==================== seg_display_scan
seg_display_scan, floorplan with the power grid:
Scale bar: 20 µm. Pins as bars on the die edge.
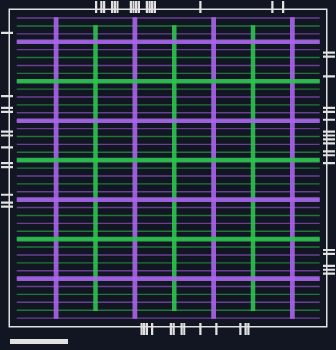
seg_display_scan, placed cells, one colour a class:
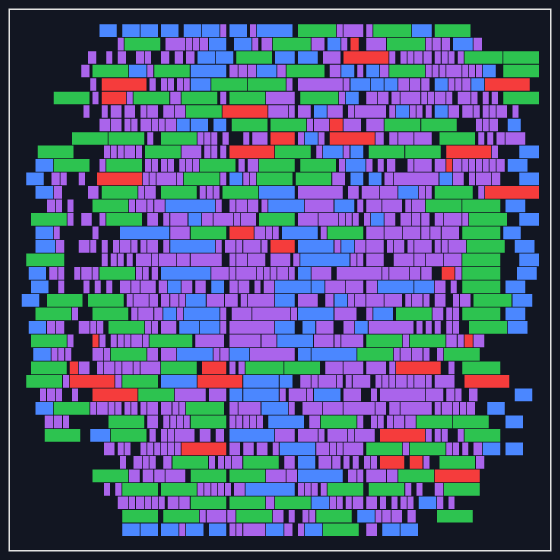
File: config.mk
export PLATFORM = sky130hd
export DESIGN_NAME = seg_display_scan
export DESIGN_NICKNAME = d
export VERILOG_FILES = /design/src/rtl/seg_pkg.sv /design/src/rtl/hex_to_seg7.sv /design/src/rtl/seg_display_scan.sv
export SDC_FILE = /design/constraint.sdc
export NUM_CORES = 1
export LEC_CHECK = 0
export ABC_AREA = 1
export CAP_MARGIN = 20
export CORE_MARGIN = 2
export CORE_UTILIZATION = 51
export CTS_CLUSTER_SIZE = 24
export DETAILED_ROUTE_END_ITERATION = 16
export GPL_ROUTABILITY_DRIVEN = 1
export PLACE_DENSITY = 0.72
export SETUP_SLACK_MARGIN = 0.5
export SLEW_MARGIN = 10
export SYNTH_ARGS = -nofsm -noshare
export SYNTH_HDL_FRONTEND = slang
export SYNTH_SLANG_ARGS = --single-unit
File: constraint.sdc
create_clock -name clk -period 1.65 [get_ports clk]
set_input_delay 0.33 -clock clk [delete_from_list [all_inputs] [get_ports clk]]
set_output_delay 0.33 -clock clk [all_outputs]
set_load 0.02 [all_outputs]
File: src/rtl/seg_pkg.sv
`default_nettype none
// ============================================================================
// Module      : seg_pkg
// Description : Shared constants for the eight-digit seven-segment scanner.
//               Holds the digit count, the all-segments-off pattern, the
//               hex-to-segment table (active-low, bit 0 = a ... bit 6 = g)
//               and a helper that finds the most significant nonzero nibble.
// Revision    : 1.0 - initial release
// ============================================================================
package seg_pkg;

   localparam int unsigned NUM_DIGITS = 8;
   localparam int unsigned IDX_W      = 3;

   // All seven segments off (active-low).
   localparam logic [6:0] SEG_BLANK = 7'h7F;

   // Active-low patterns, g at bit 6, a at bit 0.
   localparam logic [6:0] HEX_SEG_TABLE [0:15] = '{
      7'h40,   // 0
      7'h79,   // 1
      7'h24,   // 2
      7'h30,   // 3
      7'h19,   // 4
      7'h12,   // 5
      7'h02,   // 6
      7'h78,   // 7
      7'h00,   // 8
      7'h10,   // 9
      7'h08,   // A
      7'h03,   // b
      7'h46,   // C
      7'h21,   // d
      7'h06,   // E
      7'h0E    // F
   };

   // Position of the highest nonzero nibble; 0 when the whole value is zero,
   // so digit 0 is never considered a leading zero.
   function automatic logic [IDX_W-1:0] msd_nibble(input logic [4*NUM_DIGITS-1:0] value);
      logic [IDX_W-1:0] msd;
      msd = '0;
      for (int i = 1; i < NUM_DIGITS; i++) begin
         if (value[4*i +: 4] != 4'h0) begin
            msd = IDX_W'(i);
         end
      end
      return msd;
   endfunction

endpackage : seg_pkg
`default_nettype wire

File: src/rtl/hex_to_seg7.sv
`default_nettype none
// ============================================================================
// Module      : hex_to_seg7
// Description : Combinational hex nibble to seven-segment decoder.
// Ports       : hex  [3:0] in  - nibble to display
//               seg7 [6:0] out - active-low segments, bit 0 = a ... bit 6 = g
// Revision    : 1.0 - initial release
// ============================================================================
module hex_to_seg7
   import seg_pkg::*;
(
   input  logic [3:0] hex,
   output logic [6:0] seg7
);

   always_comb begin
      seg7 = HEX_SEG_TABLE[hex];
   end

endmodule : hex_to_seg7
`default_nettype wire

File: src/rtl/seg_display_scan.sv
`default_nettype none
// ============================================================================
// Module      : seg_display_scan
// Description : Time-multiplexed driver for an eight-digit common-anode
//               seven-segment display. A prescaler sets the dwell time per
//               digit; new values arrive over a valid/ready handshake into a
//               pending buffer and are only committed to the displayed value
//               at a frame boundary, so a frame never mixes two values.
// Parameters  : CLK_DIV     - clk cycles per digit slot (1 .. 2**20)
// Macros      : LEADING_ZERO_BLANK_EN - when defined, digits above the most
//               significant nonzero nibble are blanked (dp unaffected).
// Ports       : clk         in   - clock, rising edge
//               rst         in   - synchronous active-high reset
//               data_in     in   - eight hex nibbles, nibble k -> digit k
//               dp_in       in   - decimal points, bit k -> digit k
//               data_valid  in   - upstream offers data_in/dp_in
//               data_ready  out  - block can accept a new value
//               seg         out  - active-low segments, [6:0] = g..a, [7] = dp
//               an          out  - active-low one-hot digit enables
// Revision    : 1.0 - initial release
// ============================================================================
module seg_display_scan
   import seg_pkg::*;
#(
   parameter int unsigned CLK_DIV = 100000
)
(
   input  logic        clk,
   input  logic        rst,
   input  logic [31:0] data_in,
   input  logic [7:0]  dp_in,
   input  logic        data_valid,
   output logic        data_ready,
   output logic [7:0]  seg,
   output logic [7:0]  an
);

   localparam int unsigned PRE_W        = 20;
   localparam logic [PRE_W-1:0] PRE_MAX = PRE_W'(CLK_DIV - 1);
   localparam logic [IDX_W-1:0] IDX_LAST = IDX_W'(NUM_DIGITS - 1);

   logic [PRE_W-1:0] prescale;
   logic [IDX_W-1:0] index;
   logic [31:0]      disp_data;
   logic [7:0]       disp_dp;
   logic [31:0]      pend_data;
   logic [7:0]       pend_dp;
   logic             pending;

   logic             tick;
   logic             frame_end;
   logic             accept;
   logic             commit;
   logic             pending_next;
   logic [3:0]       nibble;
   logic [6:0]       digit_font;
   logic [6:0]       seg_bits;

   assign tick      = (prescale == PRE_MAX);
   assign frame_end = tick && (index == IDX_LAST);
   assign accept    = data_valid && data_ready;
   // data_ready is low whenever pending is set, so an accept and a commit
   // can never coincide; an accept on a boundary waits for the next one.
   assign commit    = frame_end && pending && !accept;
   assign pending_next = accept | (pending & ~frame_end);

   assign nibble = disp_data[{index, 2'b00} +: 4];

   hex_to_seg7 u_hex_to_seg7 (
      .hex  (nibble),
      .seg7 (digit_font)
   );

   always_comb begin
      seg_bits = digit_font;
`ifdef LEADING_ZERO_BLANK_EN
      if (index > msd_nibble(disp_data)) begin
         seg_bits = SEG_BLANK;
      end
`else
      seg_bits = digit_font;
`endif
   end

   // Scan timing: prescaler and digit index.
   always_ff @(posedge clk) begin
      if (rst) begin
         prescale <= '0;
         index    <= '0;
      end else begin
         prescale <= tick ? '0 : prescale + PRE_W'(1);
         if (tick) begin
            index <= index + IDX_W'(1);
         end
      end
   end

   // Handshake, pending buffer and frame-aligned commit.
   always_ff @(posedge clk) begin
      if (rst) begin
         pend_data  <= '0;
         pend_dp    <= '0;
         disp_data  <= '0;
         disp_dp    <= '0;
         pending    <= 1'b0;
         data_ready <= 1'b0;
      end else begin
         if (accept) begin
            pend_data <= data_in;
            pend_dp   <= dp_in;
         end
         if (commit) begin
            disp_data <= pend_data;
            disp_dp   <= pend_dp;
         end
         pending    <= pending_next;
         data_ready <= ~pending_next;
      end
   end

   // Output registers: one cycle behind the current index.
   always_ff @(posedge clk) begin
      if (rst) begin
         seg <= 8'hFF;
         an  <= 8'hFF;
      end else begin
         an  <= ~(8'h01 << index);
         seg <= {~disp_dp[index], seg_bits};
      end
   end

endmodule : seg_display_scan
`default_nettype wire

==> flow_metrics.py <==
# Flow results
metrics = {
    "power_and_ir_drop": {
        "pg_comb_mw": 0.537,
        "clkPwrFrac": 0.494,
        "powerClk_mw": 3.50,
        "p_switching_mw": 1.67,
        "comb_power_share": 0.076,
    },
    "clock_tree": {
        "clock_latency_ns": 0.54,
        "h-tree-depth": 4,
        "cts_setup_buffers": 24,
        "cts-root-buf": "clkbuf_8",
        "cts_buffer_depth": 2,
        "postCtsHoldBufs": 0,
    },
    "timing": {
        "slew_viol_final": 0,
        "maxClockFrequency_mhz": 539,
        "relSlewSlack": 0.705,
        "setup_ws_ns": -0.204,
        "finalSetupViolations": 69,
    },
    "outcome": {
        "failed_checks": "setup timing",
        "status": "finished with violations",
    },
    "floorplanning": {
        "n_tap_cell": 140,
        "die_area_um2": 11900,
        "fp_util": 0.520,
    },
    "global_routing": {
        "grt_use_met3": 0.0717,
        "grt.busiest_layer": "met2",
    },
    "synth": {
        "async_flop_share": 0,
        "top_cells_by_area": "dfxtp_1, nand2_1, nor2_1",
        "syn_area_um2": 5610,
        "floorplan.nets": 867,
        "synth_seq_share": 0.432,
        "top_cell_area_share": 0.432,
    },
    "placed_design": {
        "placed_area_um2": 6590,
        "gp_congestion": 0.884,
    },
    "finish": {
        "bufAreaShareNonClock": 0.193,
        "final_cells": 1078,
        "n_all_buffers": 138,
        "area_growth_pct": 53.5,
        "drive_gt1_frac": 0.365,
        "diodes": 0,
        "seq_area_um2": 2450,
        "logic_gates": 535,
    },
    "critical_path": {
        "critical_path.max_stage_delay_ns": 0.40,
        "timing.rr.start": "prescale[4]",
        "cp_top_family": "simple AND/OR/NAND/NOR gates",
        "ff2ff_path_depth": 10,
        "startpoint": "prescale[4]",
    },
    "min_path": {
        "whs_path_depth": 3,
        "holdCritStartpoint": "data_in[0]",
    },
    "routing": {
        "wl_met3_um": 1750,
        "antenna_left": 0,
        "routed-wl-met2_um": 10200,
    },
    "run": {
        "cap_viol_max_count": 0,
    },
}
Notes on 'floorplan with the power grid' of seg_display_scan above:
VSS: drawn in purple. VDD: drawn in green.
7 straps on met4. 39 met1 rails follow the rows. 7 straps on met5. The core has 38 rows.
die width: 109 µm
die height: 109 µm
VDD IR max: 1.10 mV
Placeable Area: 10800 µm²

Notes on 'placed cells, one colour a class' of seg_display_scan above:
combinational and other logic: drawn in purple, cells 648, share of their area 45%. sequential cells: drawn in green, cells 121, share of their area 29%. clock drivers and dummy loads: drawn in red, cells 31, share of their area 6.6%. remaining buffers and delay cells: drawn in blue, cells 138, share of their area 20%.
Seq area share: 0.285
Post-Layout Inst Area: 8610 µm²
num rows: 38
fin util: 0.798

-- registers in the layout, summed over array words and instances, names as in the netlist --
| name | cells |
|---|---|
| disp_dp | 8 |
| index | 3 |
| disp_data | 32 |
| pend_dp | 8 |
| pending | 1 |
| seg | 8 |
| data_ready | 1 |
| pend_data | 32 |
| an | 8 |
| prescale | 20 |
-- metrics by stage --
step	setup TNS, ns	setup slack [ns]
floorplan	0	0.176
global placement	0	0.00179
detailed placement	-0.00619	-0.00476
CTS	0	0.00434
global route	-6.71	-0.238
finish	-4.14	-0.204
-- worst register-to-register path, delay by kind of cell (launching register included) --
kind / cells / cell delay [ns]
and+or+nand+nor: 7 / 0.96
buffers and inverters: 3 / 0.41
DFF: 1 / 0.40
-- kinds of logic (layout without fill, tap and decap cells) --
| family | count (synthesis) | after routing | share of synthesized area |
|---|---|---|---|
| xor gates and xnor gates | 6 | 6 | 0.00937 |
| buffers and inverters | 157 | 282 | 0.120 |
| and+or+nand+nor | 444 | 445 | 0.342 |
| adders and majority gates | 12 | 12 | 0.0268 |
| DFF | 121 | 121 | 0.432 |
| AOI/OAI and AO/OA | 72 | 72 | 0.0703 |

==================== cdb_arbiter
<file path="src/rtl/cdb_arbiter.sv">
// rtl/cdb_arbiter.sv - common-data-bus arbiter between ALU and memory-unit results
//
// Purpose: each source (ALU, MEM) owns a single-entry result buffer. Every
// cycle one held buffer is granted and its entry is registered onto the CDB
// at the next edge. A flush discards both buffers and any broadcast in flight.
//
// Optional feature: define CDB_ROUND_ROBIN_EN for round-robin arbitration on
// conflict; the default build uses fixed priority (MEM over ALU).
//
// Ports:
//   clk, rst_n                      clock, asynchronous active-low reset
//   flush                           misprediction recovery, drops pending results
//   alu_valid/tag/value, alu_ready  ALU result handshake
//   mem_valid/tag/value, mem_ready  memory-unit result handshake
//   cdb_valid/tag/value, cdb_src    registered broadcast (cdb_src: 0=ALU, 1=MEM)
module cdb_arbiter #(
    parameter int DATA_WIDTH     = 32,
    parameter int ROB_DEPTH_BITS = 1
) (
    input  logic                      clk,
    input  logic                      rst_n,
    input  logic                      flush,
    input  logic                      alu_valid,
    input  logic [ROB_DEPTH_BITS-1:0] alu_tag,
    input  logic [DATA_WIDTH-1:0]     alu_value,
    output logic                      alu_ready,
    input  logic                      mem_valid,
    input  logic [ROB_DEPTH_BITS-1:0] mem_tag,
    input  logic [DATA_WIDTH-1:0]     mem_value,
    output logic                      mem_ready,
    output logic                      cdb_valid,
    output logic [ROB_DEPTH_BITS-1:0] cdb_tag,
    output logic [DATA_WIDTH-1:0]     cdb_value,
    output logic                      cdb_src
);

    logic                      alu_held;
    logic [ROB_DEPTH_BITS-1:0] alu_tag_q;
    logic [DATA_WIDTH-1:0]     alu_value_q;
    logic                      mem_held;
    logic [ROB_DEPTH_BITS-1:0] mem_tag_q;
    logic [DATA_WIDTH-1:0]     mem_value_q;
    logic                      grant_alu;
    logic                      grant_mem;

`ifdef CDB_ROUND_ROBIN_EN
    // Source granted most recently: 0 = ALU, 1 = MEM.
    logic last_grant;

    always_comb begin
        grant_alu = 1'b0;
        grant_mem = 1'b0;
        if (!flush) begin
            if (alu_held && mem_held) begin
                grant_alu = last_grant;
                grant_mem = !last_grant;
            end else begin
                grant_alu = alu_held;
                grant_mem = mem_held;
            end
        end
    end

    // Flush suppresses all grants, so the pointer stays put across a flush.
    always_ff @(posedge clk or negedge rst_n) begin
        if (!rst_n) begin
            last_grant <= 1'b1;
        end else if (grant_alu || grant_mem) begin
            last_grant <= grant_mem;
        end
    end
`else
    always_comb begin
        grant_mem = !flush && mem_held;
        grant_alu = !flush && alu_held && !mem_held;
    end
`endif

    // A buffer being drained this cycle can take a new result at the same
    // edge, which lets a sustained source stream one result per cycle.
    assign alu_ready = !flush && (!alu_held || grant_alu);
    assign mem_ready = !flush && (!mem_held || grant_mem);

    always_ff @(posedge clk or negedge rst_n) begin
        if (!rst_n) begin
            alu_held    <= 1'b0;
            alu_tag_q   <= '0;
            alu_value_q <= '0;
            mem_held    <= 1'b0;
            mem_tag_q   <= '0;
            mem_value_q <= '0;
        end else if (flush) begin
            alu_held <= 1'b0;
            mem_held <= 1'b0;
        end else begin
            if (alu_valid && alu_ready) begin
                alu_held    <= 1'b1;
                alu_tag_q   <= alu_tag;
                alu_value_q <= alu_value;
            end else if (grant_alu) begin
                alu_held <= 1'b0;
            end
            if (mem_valid && mem_ready) begin
                mem_held    <= 1'b1;
                mem_tag_q   <= mem_tag;
                mem_value_q <= mem_value;
            end else if (grant_mem) begin
                mem_held <= 1'b0;
            end
        end
    end

    // Grants are already masked by flush, so a flush edge leaves cdb_valid low.
    always_ff @(posedge clk or negedge rst_n) begin
        if (!rst_n) begin
            cdb_valid <= 1'b0;
            cdb_tag   <= '0;
            cdb_value <= '0;
            cdb_src   <= 1'b0;
        end else if (grant_alu || grant_mem) begin
            cdb_valid <= 1'b1;
            cdb_tag   <= grant_mem ? mem_tag_q : alu_tag_q;
            cdb_value <= grant_mem ? mem_value_q : alu_value_q;
            cdb_src   <= grant_mem;
        end else begin
            cdb_valid <= 1'b0;
        end
    end

endmodule

</file>
<file path="config.mk">
export PLATFORM = sky130hd
export DESIGN_NAME = cdb_arbiter
export DESIGN_NICKNAME = d
export VERILOG_FILES = /design/src/rtl/cdb_arbiter.sv
export SDC_FILE = /design/constraint.sdc
export NUM_CORES = 1
export LEC_CHECK = 0
export CORE_ASPECT_RATIO = 0.75
export CORE_MARGIN = 2
export CORE_UTILIZATION = 30
export DETAILED_ROUTE_END_ITERATION = 8
export PLACE_DENSITY_LB_ADDON = 0.25
export SYNTH_ARGS = -nofsm -noshare
export SYNTH_HDL_FRONTEND = slang
export SYNTH_SLANG_ARGS = --single-unit
</file>
<file path="constraint.sdc">
create_clock -name clk -period 1.15 [get_ports clk]
set_input_delay 0.23 -clock clk [delete_from_list [all_inputs] [get_ports clk]]
set_output_delay 0.23 -clock clk [all_outputs]
set_load 0.1 [all_outputs]
</file>
cdb_arbiter, floorplan with the power grid:
Scale bar: 50 µm. Pins as bars on the die edge.
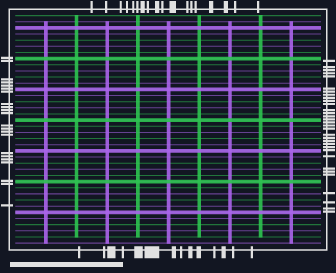
VDD: drawn in green. VSS: drawn in purple.
7 straps on met5. 9 straps on met4. 38 met1 rails follow the rows. The core has 37 rows. 108 signal pins sit on the boundary.
die height: 106 µm
die width: 140 µm

cdb_arbiter, placed cells, one colour a class:
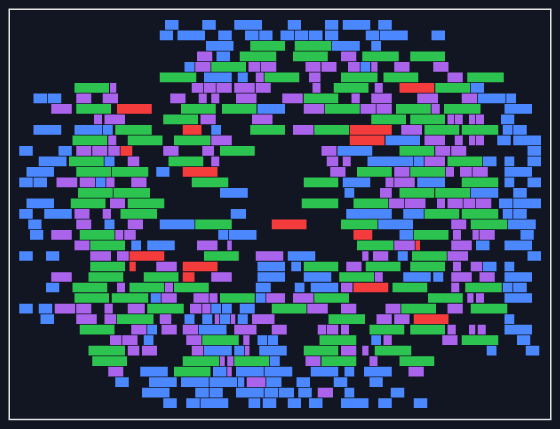
remaining buffers and delay cells: drawn in blue, cells 176, share of their area 33%. sequential cells: drawn in green, cells 103, share of their area 38%. combinational and other logic: drawn in purple, cells 178, share of their area 26%. clock drivers and dummy loads: drawn in red, cells 16, share of their area 4.4%.
Seq area share: 0.364
Placeable Area: 13600 µm²
fin util: 0.530

[metrics by stage]
step                      utilization  worst slack [ns]  hold slack, ns  setup TNS (ns)  cell area [µm²]
after CTS                       0.480            -0.309           0.255          -16.11             6530
after global placement          0.443            -0.534           0.115          -49.21             6030
after global routing            0.530            -0.312           0.258          -19.80             7210
after detailed placement        0.443            -0.558           0.117          -50.63             6030
after floorplan                     -            -0.650         -0.0656          -22.06             4220
final                           0.530            -0.280           0.262          -16.66             7210
[synth_stat cells]
| library cell | n |
|---|---|
| a21oi_1 | 34 |
| a21oi_2 | 1 |
| buf_2 | 7 |
| buf_4 | 3 |
| buf_6 | 6 |
| clkbuf_1 | 5 |
| clkinv_1 | 1 |
| dfrtp_1 | 103 |
| inv_1 | 2 |
| mux2_2 | 36 |
| mux2_4 | 30 |
| nand2_1 | 2 |
| nand2_4 | 1 |
| nand2b_1 | 1 |
| nor2_1 | 34 |
| nor2b_1 | 1 |
| o21ai_0 | 1 |
| o21ba_2 | 1 |
| o22ai_1 | 33 |
[layer usage]
layer	up-vias	wire, µm	global-route usage
met2	79	5780	0.254
met3	16	543	0.0423
met1	1533	5370	0.198
met4	0	207	0.0471
met5	-	0	0
li1	1405	-	-
==> flow_metrics.py <==
# Flow results
metrics = {
    "outcome": {
        "status": "finished with violations",
        "failed_checks": "setup timing",
    },
    "synth": {
        "top_cell_area_share": 0.621,
        "top_cells_by_area": "dfrtp_1, mux2_4, mux2_2",
        "simple_gate_area_frac": 0.0383,
        "avgSynthCellArea_um2": 13.7,
        "synth_cell_types": 19,
    },
    "timing": {
        "relSlewSlack": 0.825,
        "finalSetupViolations": 103,
        "fin_skew_ns": 0.00705,
        "rsz0062_at_grt": "yes",
        "setup_ws_ns": -0.280,
        "finalCritPeriodShare": 1.24,
    },
    "min_path": {
        "holdCritStartpoint": "flush",
        "min_to": "alu_held",
    },
    "power_and_ir_drop": {
        "powerClk_mw": 3.17,
        "intPower_mw": 8.58,
        "power_leader": "combinational logic",
        "p_switching_mw": 4.84,
        "p_seq_mw": 4.83,
    },
    "clock_tree": {
        "clkTransAtPathRegs_ns": 0.07,
        "cts_setup_buffers": 9,
        "cts-root-buf": "clkbuf_16",
        "cts_buffers": 9,
    },
    "finish": {
        "reg_top3": "alu_value_q (32), cdb_value (32), mem_value_q (32)",
        "final-clk-cell-share": 0.0429,
        "logic_gates": 175,
        "seq_area_um2": 2620,
        "drive_gt1_frac": 0.603,
        "n_all_inverters": 3,
        "nClkBuffers": 12,
        "nets": 539,
    },
    "floorplanning": {
        "die_area_um2": 14800,
        "rows": 37,
    },
    "routing": {
        "drtPass1Iterations": 4,
        "avgViaCountPerCell": 4.68,
        "vias": 3033,
        "antenna_left": 0,
        "post-route-drc-count": 0,
    },
    "global_routing": {
        "grt_start_max_net_pins": 40,
    },
    "placed_design": {
        "io_buffers": 107,
    },
    "critical_path": {
        "ff2ff_path_depth": 5,
        "crit_chain": "a21oi_4 -> buf_6 -> buf_12",
        "cp_top_family": "flip-flops",
        "end_kind": "primary output",
    },
}

==================== pipe_ctrl
==> config.mk <==
export PLATFORM = sky130hd
export DESIGN_NAME = pipe_ctrl
export DESIGN_NICKNAME = d
export VERILOG_FILES = /design/src/rtl/pipe_ctrl.sv
export SDC_FILE = /design/constraint.sdc
export NUM_CORES = 1
export LEC_CHECK = 0
export ABC_CLOCK_PERIOD_IN_PS = 4000
export CAP_MARGIN = 0
export CORE_ASPECT_RATIO = 1.1
export CORE_UTILIZATION = 40
export CTS_CLUSTER_SIZE = 12
export DETAILED_ROUTE_END_ITERATION = 16
export PLACE_DENSITY_LB_ADDON = 0.25
export SYNTH_ARGS = -nofsm -noshare
export SYNTH_HDL_FRONTEND = slang
export SYNTH_SLANG_ARGS = --single-unit
==> constraint.sdc <==
create_clock -name clk -period 4 [get_ports clk]
set_input_delay 0.8 -clock clk [delete_from_list [all_inputs] [get_ports clk]]
set_output_delay 0.8 -clock clk [all_outputs]
set_load 0.02 [all_outputs]
==> src/rtl/pipe_ctrl.sv <==
// Pipeline hazard/redirect controller: jump flush, load-use and busy holds, trap sequencing FSM.
// Optional bus-stall watchdog enabled by defining PIPE_CTRL_STALL_TIMEOUT_EN.
module pipe_ctrl (
    input  logic        clk,
    input  logic        rst_n,
    input  logic        ex_jump_req_i,
    input  logic [31:0] ex_jump_addr_i,
    input  logic        load_use_i,
    input  logic        div_busy_i,
    input  logic        bus_busy_i,
    input  logic        trap_req_i,
    input  logic [31:0] trap_addr_i,
    output logic [2:0]  hold_flag_o,
    output logic        pip_flush_o,
    output logic        jump_flag_o,
    output logic [31:0] jump_addr_o,
    output logic        trap_ack_o,
    output logic        stall_timeout_o
);

    localparam logic [2:0] HOLD_NONE   = 3'b000;
    localparam logic [2:0] HOLD_ID     = 3'b010;
    localparam logic [2:0] HOLD_ID_EX  = 3'b011;

    typedef enum logic [1:0] {
        ST_IDLE     = 2'b00,
        ST_DRAIN    = 2'b01,
        ST_REDIRECT = 2'b10
    } trap_state_e;

    trap_state_e state_r;
    logic [31:0] trap_addr_r;
    logic        lu_block_r;
    logic        lu_hold_s;
    logic        stall_flag_s;

    logic [2:0]  hold_s;
    logic        flush_s;
    logic        jump_s;
    logic [31:0] addr_s;
    logic        ack_s;

    // Load-use hold is the lowest-priority request and fires once per hazard.
    always_comb begin
        lu_hold_s = 1'b0;
        if ((state_r == ST_IDLE) && load_use_i && !lu_block_r && !trap_req_i &&
            !ex_jump_req_i && !bus_busy_i && !div_busy_i) begin
            lu_hold_s = 1'b1;
        end else begin
            lu_hold_s = 1'b0;
        end
    end

    // Trap sequencing FSM, trap vector capture and load-use block bit.
    always_ff @(posedge clk) begin
        if (rst_n) begin
            state_r     <= ST_IDLE;
            trap_addr_r <= 32'h0000_0000;
            lu_block_r  <= 1'b0;
        end else begin
            case (state_r)
                ST_IDLE: begin
                    if (trap_req_i) begin
                        trap_addr_r <= trap_addr_i;
                        state_r     <= bus_busy_i ? ST_DRAIN : ST_REDIRECT;
                    end else begin
                        state_r     <= ST_IDLE;
                    end
                end
                ST_DRAIN: begin
                    if (!bus_busy_i) begin
                        state_r <= ST_REDIRECT;
                    end else begin
                        state_r <= ST_DRAIN;
                    end
                end
                ST_REDIRECT: state_r <= ST_IDLE;
                default:     state_r <= ST_IDLE;
            endcase
            // Block stays armed only while the same hazard persists.
            lu_block_r <= load_use_i & (lu_block_r | lu_hold_s);
        end
    end

    // Output resolution: FSM state first, then fixed request priority in IDLE.
    always_comb begin
        hold_s  = HOLD_NONE;
        flush_s = 1'b0;
        jump_s  = 1'b0;
        addr_s  = 32'h0000_0000;
        ack_s   = 1'b0;
        if (rst_n) begin
            hold_s = HOLD_NONE;
        end else begin
            case (state_r)
                ST_IDLE: begin
                    if (trap_req_i) begin
                        hold_s = HOLD_NONE;
                    end else if (ex_jump_req_i) begin
                        flush_s = 1'b1;
                        jump_s  = 1'b1;
                        addr_s  = ex_jump_addr_i;
                    end else if (bus_busy_i || div_busy_i) begin
                        hold_s = HOLD_ID_EX;
                    end else if (lu_hold_s) begin
                        hold_s = HOLD_ID;
                    end else begin
                        hold_s = HOLD_NONE;
                    end
                end
                ST_DRAIN: begin
                    hold_s = HOLD_ID_EX;
                end
                ST_REDIRECT: begin
                    flush_s = 1'b1;
                    jump_s  = 1'b1;
                    addr_s  = trap_addr_r;
                    ack_s   = 1'b1;
                end
                default: begin
                    hold_s = HOLD_NONE;
                end
            endcase
        end
    end

`ifdef PIPE_CTRL_STALL_TIMEOUT_EN
    logic [7:0] stall_cnt_r;
    logic       stall_timeout_r;

    // Consecutive bus-busy counter; flag latches when the count saturates.
    always_ff @(posedge clk) begin
        if (rst_n) begin
            stall_cnt_r     <= 8'd0;
            stall_timeout_r <= 1'b0;
        end else begin
            if (!bus_busy_i) begin
                stall_cnt_r <= 8'd0;
            end else if (stall_cnt_r != 8'hFF) begin
                stall_cnt_r <= stall_cnt_r + 8'd1;
            end else begin
                stall_cnt_r <= stall_cnt_r;
            end
            if (bus_busy_i && (stall_cnt_r == 8'hFE)) begin
                stall_timeout_r <= 1'b1;
            end else begin
                stall_timeout_r <= stall_timeout_r;
            end
        end
    end

    assign stall_flag_s = stall_timeout_r;
`else
    assign stall_flag_s = 1'b0;
`endif

    assign hold_flag_o     = hold_s;
    assign pip_flush_o     = flush_s;
    assign jump_flag_o     = jump_s;
    assign jump_addr_o     = addr_s;
    assign trap_ack_o      = ack_s;
    assign stall_timeout_o = stall_flag_s & ~rst_n;

endmodule

pipe_ctrl, floorplan with the power grid:
Scale bar: 20 µm. Pins as bars on the die edge.
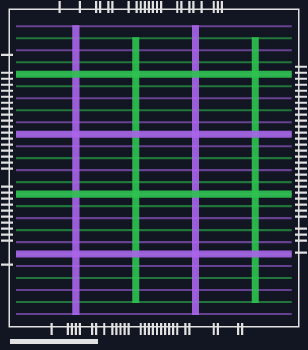
VSS: drawn in purple. VDD: drawn in green.
110 signal pins sit on the boundary. 4 straps on met5. The core has 24 rows. 25 met1 rails follow the rows. 4 straps on met4.
die height: 71.7 µm
Placeable Area: 4080 µm²

pipe_ctrl, placed cells, one colour a class:
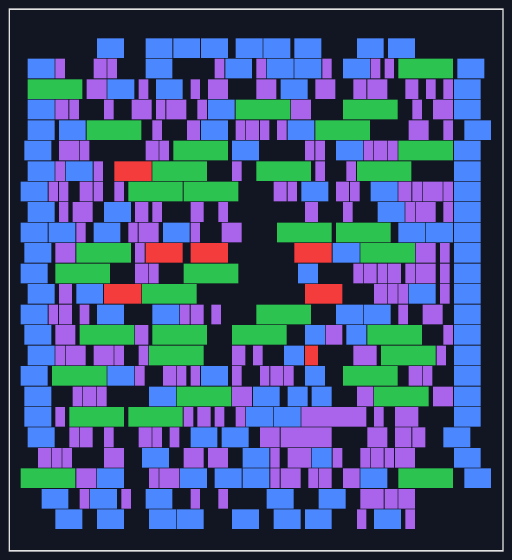
combinational and other logic: drawn in purple, cells 184, share of their area 33%. remaining buffers and delay cells: drawn in blue, cells 115, share of their area 40%. clock drivers and dummy loads: drawn in red, cells 7, share of their area 3.1%. sequential cells: drawn in green, cells 35, share of their area 25%.
fin util: 0.714
num rows: 24
Post-Layout Inst Area: 2920 µm²
Seq area share: 0.240

==> flow_metrics.py <==
# Flow results
metrics = {
    "outcome": {
        "status": "finished, final reports clean",
    },
    "clock_tree": {
        "cts_sinks": 35,
        "cts-root-buf": "clkbuf_8",
        "h-tree-depth": 2,
        "cts_buffers": 5,
    },
    "finish": {
        "diodes": 0,
        "reg_top3": "trap_addr_r (32), state_r (2), lu_block_r (1)",
        "largest_register_ffs": 32,
        "comb_share": 0.318,
        "nFillCells": 379,
        "area_growth_pct": 65.0,
        "final-clk-cell-share": 0.0300,
        "bufAreaShareNonClock": 0.388,
    },
    "global_routing": {
        "grt_pass1_vias": 1885,
        "antenna_found_initial": 0,
    },
    "synth": {
        "ys_ff": 35,
        "synth_cell_types": 24,
        "synth_seq_share": 0.397,
        "async_flop_share": 0,
    },
    "routing": {
        "vias": 2005,
    },
    "placed_design": {
        "place_inst": 386,
    },
    "timing": {
        "fin_skew_ns": 0.00450,
        "timing.setup.tns_ns": 0,
    },
    "critical_path": {
        "required_ns": 3.20,
        "crit_chain": "clkdlybuf4s50_1 -> nor4_1 -> nand4b_1 -> a211oi_1 -> clkdlybuf4s50_1",
    },
    "power_and_ir_drop": {
        "comb_power_share": 0.248,
    },
    "min_path": {
        "holdCritStartpoint": "trap_addr_r[23]",
    },
}
==> power by group through the flow <==
stage,clock network (mW),logic (mW),registers (mW)
6_report,0.245,0.208,0.384
5_1_grt,0.268,0.227,0.386
4_1_cts,0.255,0.209,0.383
3_5_place_dp,0,0.208,0.391
3_3_place_gp,0,0.205,0.390
2_1_floorplan,0,0.105,0.386
==> synth_stat cells, drive strengths merged (2+ instances only) <==
cell,count,area share
a21oi,35,0.099
or2,2,0.0071
nor4,2,0.0071
dfxtp,35,0.40
nand2,64,0.14
nor3b,2,0.011
nor2,36,0.076
clkbuf,7,0.015
nor4b,2,0.018
buf,19,0.069
a22oi,32,0.14
==> worst register-to-register path, cell delays in order (launching register included) <==
cell and delay, ns:
dfxtp_1 0.57, or3b_1 0.90, nand2_1 0.15, a21oi_1 0.17
==> logic make-up (layout without fill, tap and decap cells) <==
group                  count (synthesis)  after routing  synth area share
AND/OR/NAND/NOR                      113            113             0.276
AND-OR/OR-AND                         68             68             0.239
other                                  1              2           0.00212
buffers and inverters                 27            123            0.0857
flip-flops                            35             35             0.397
==> metal layers <==
layer,wire length (µm),vias up
li1,-,1013
met1,2120,911
met2,2550,79
met3,382,2
met4,19,0
met5,0,-


==> gallery <==
Routed clock nets over the placement.
Plate I
Scale bar: 20 µm.
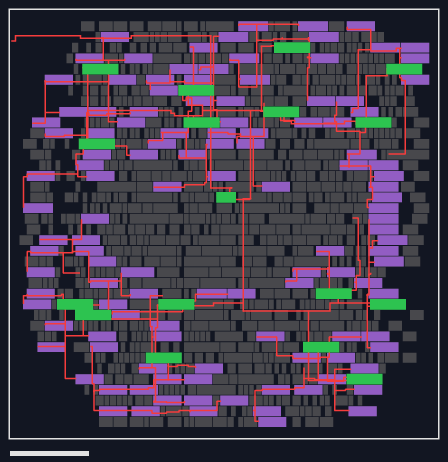
Plate II
Scale bar: 50 µm.
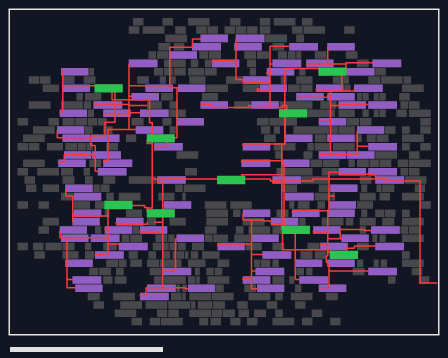
Plate III
Scale bar: 20 µm.
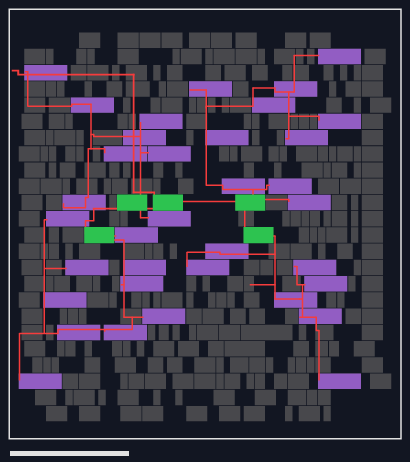
| picture | from |
|---|---|
| Plate I | seg_display_scan |
| Plate II | cdb_arbiter |
| Plate III | pipe_ctrl |
The one with the most sequential cells is Plate I.
The one with the largest die is Plate II.

Power is estimated from default activity; no workload was simulated.
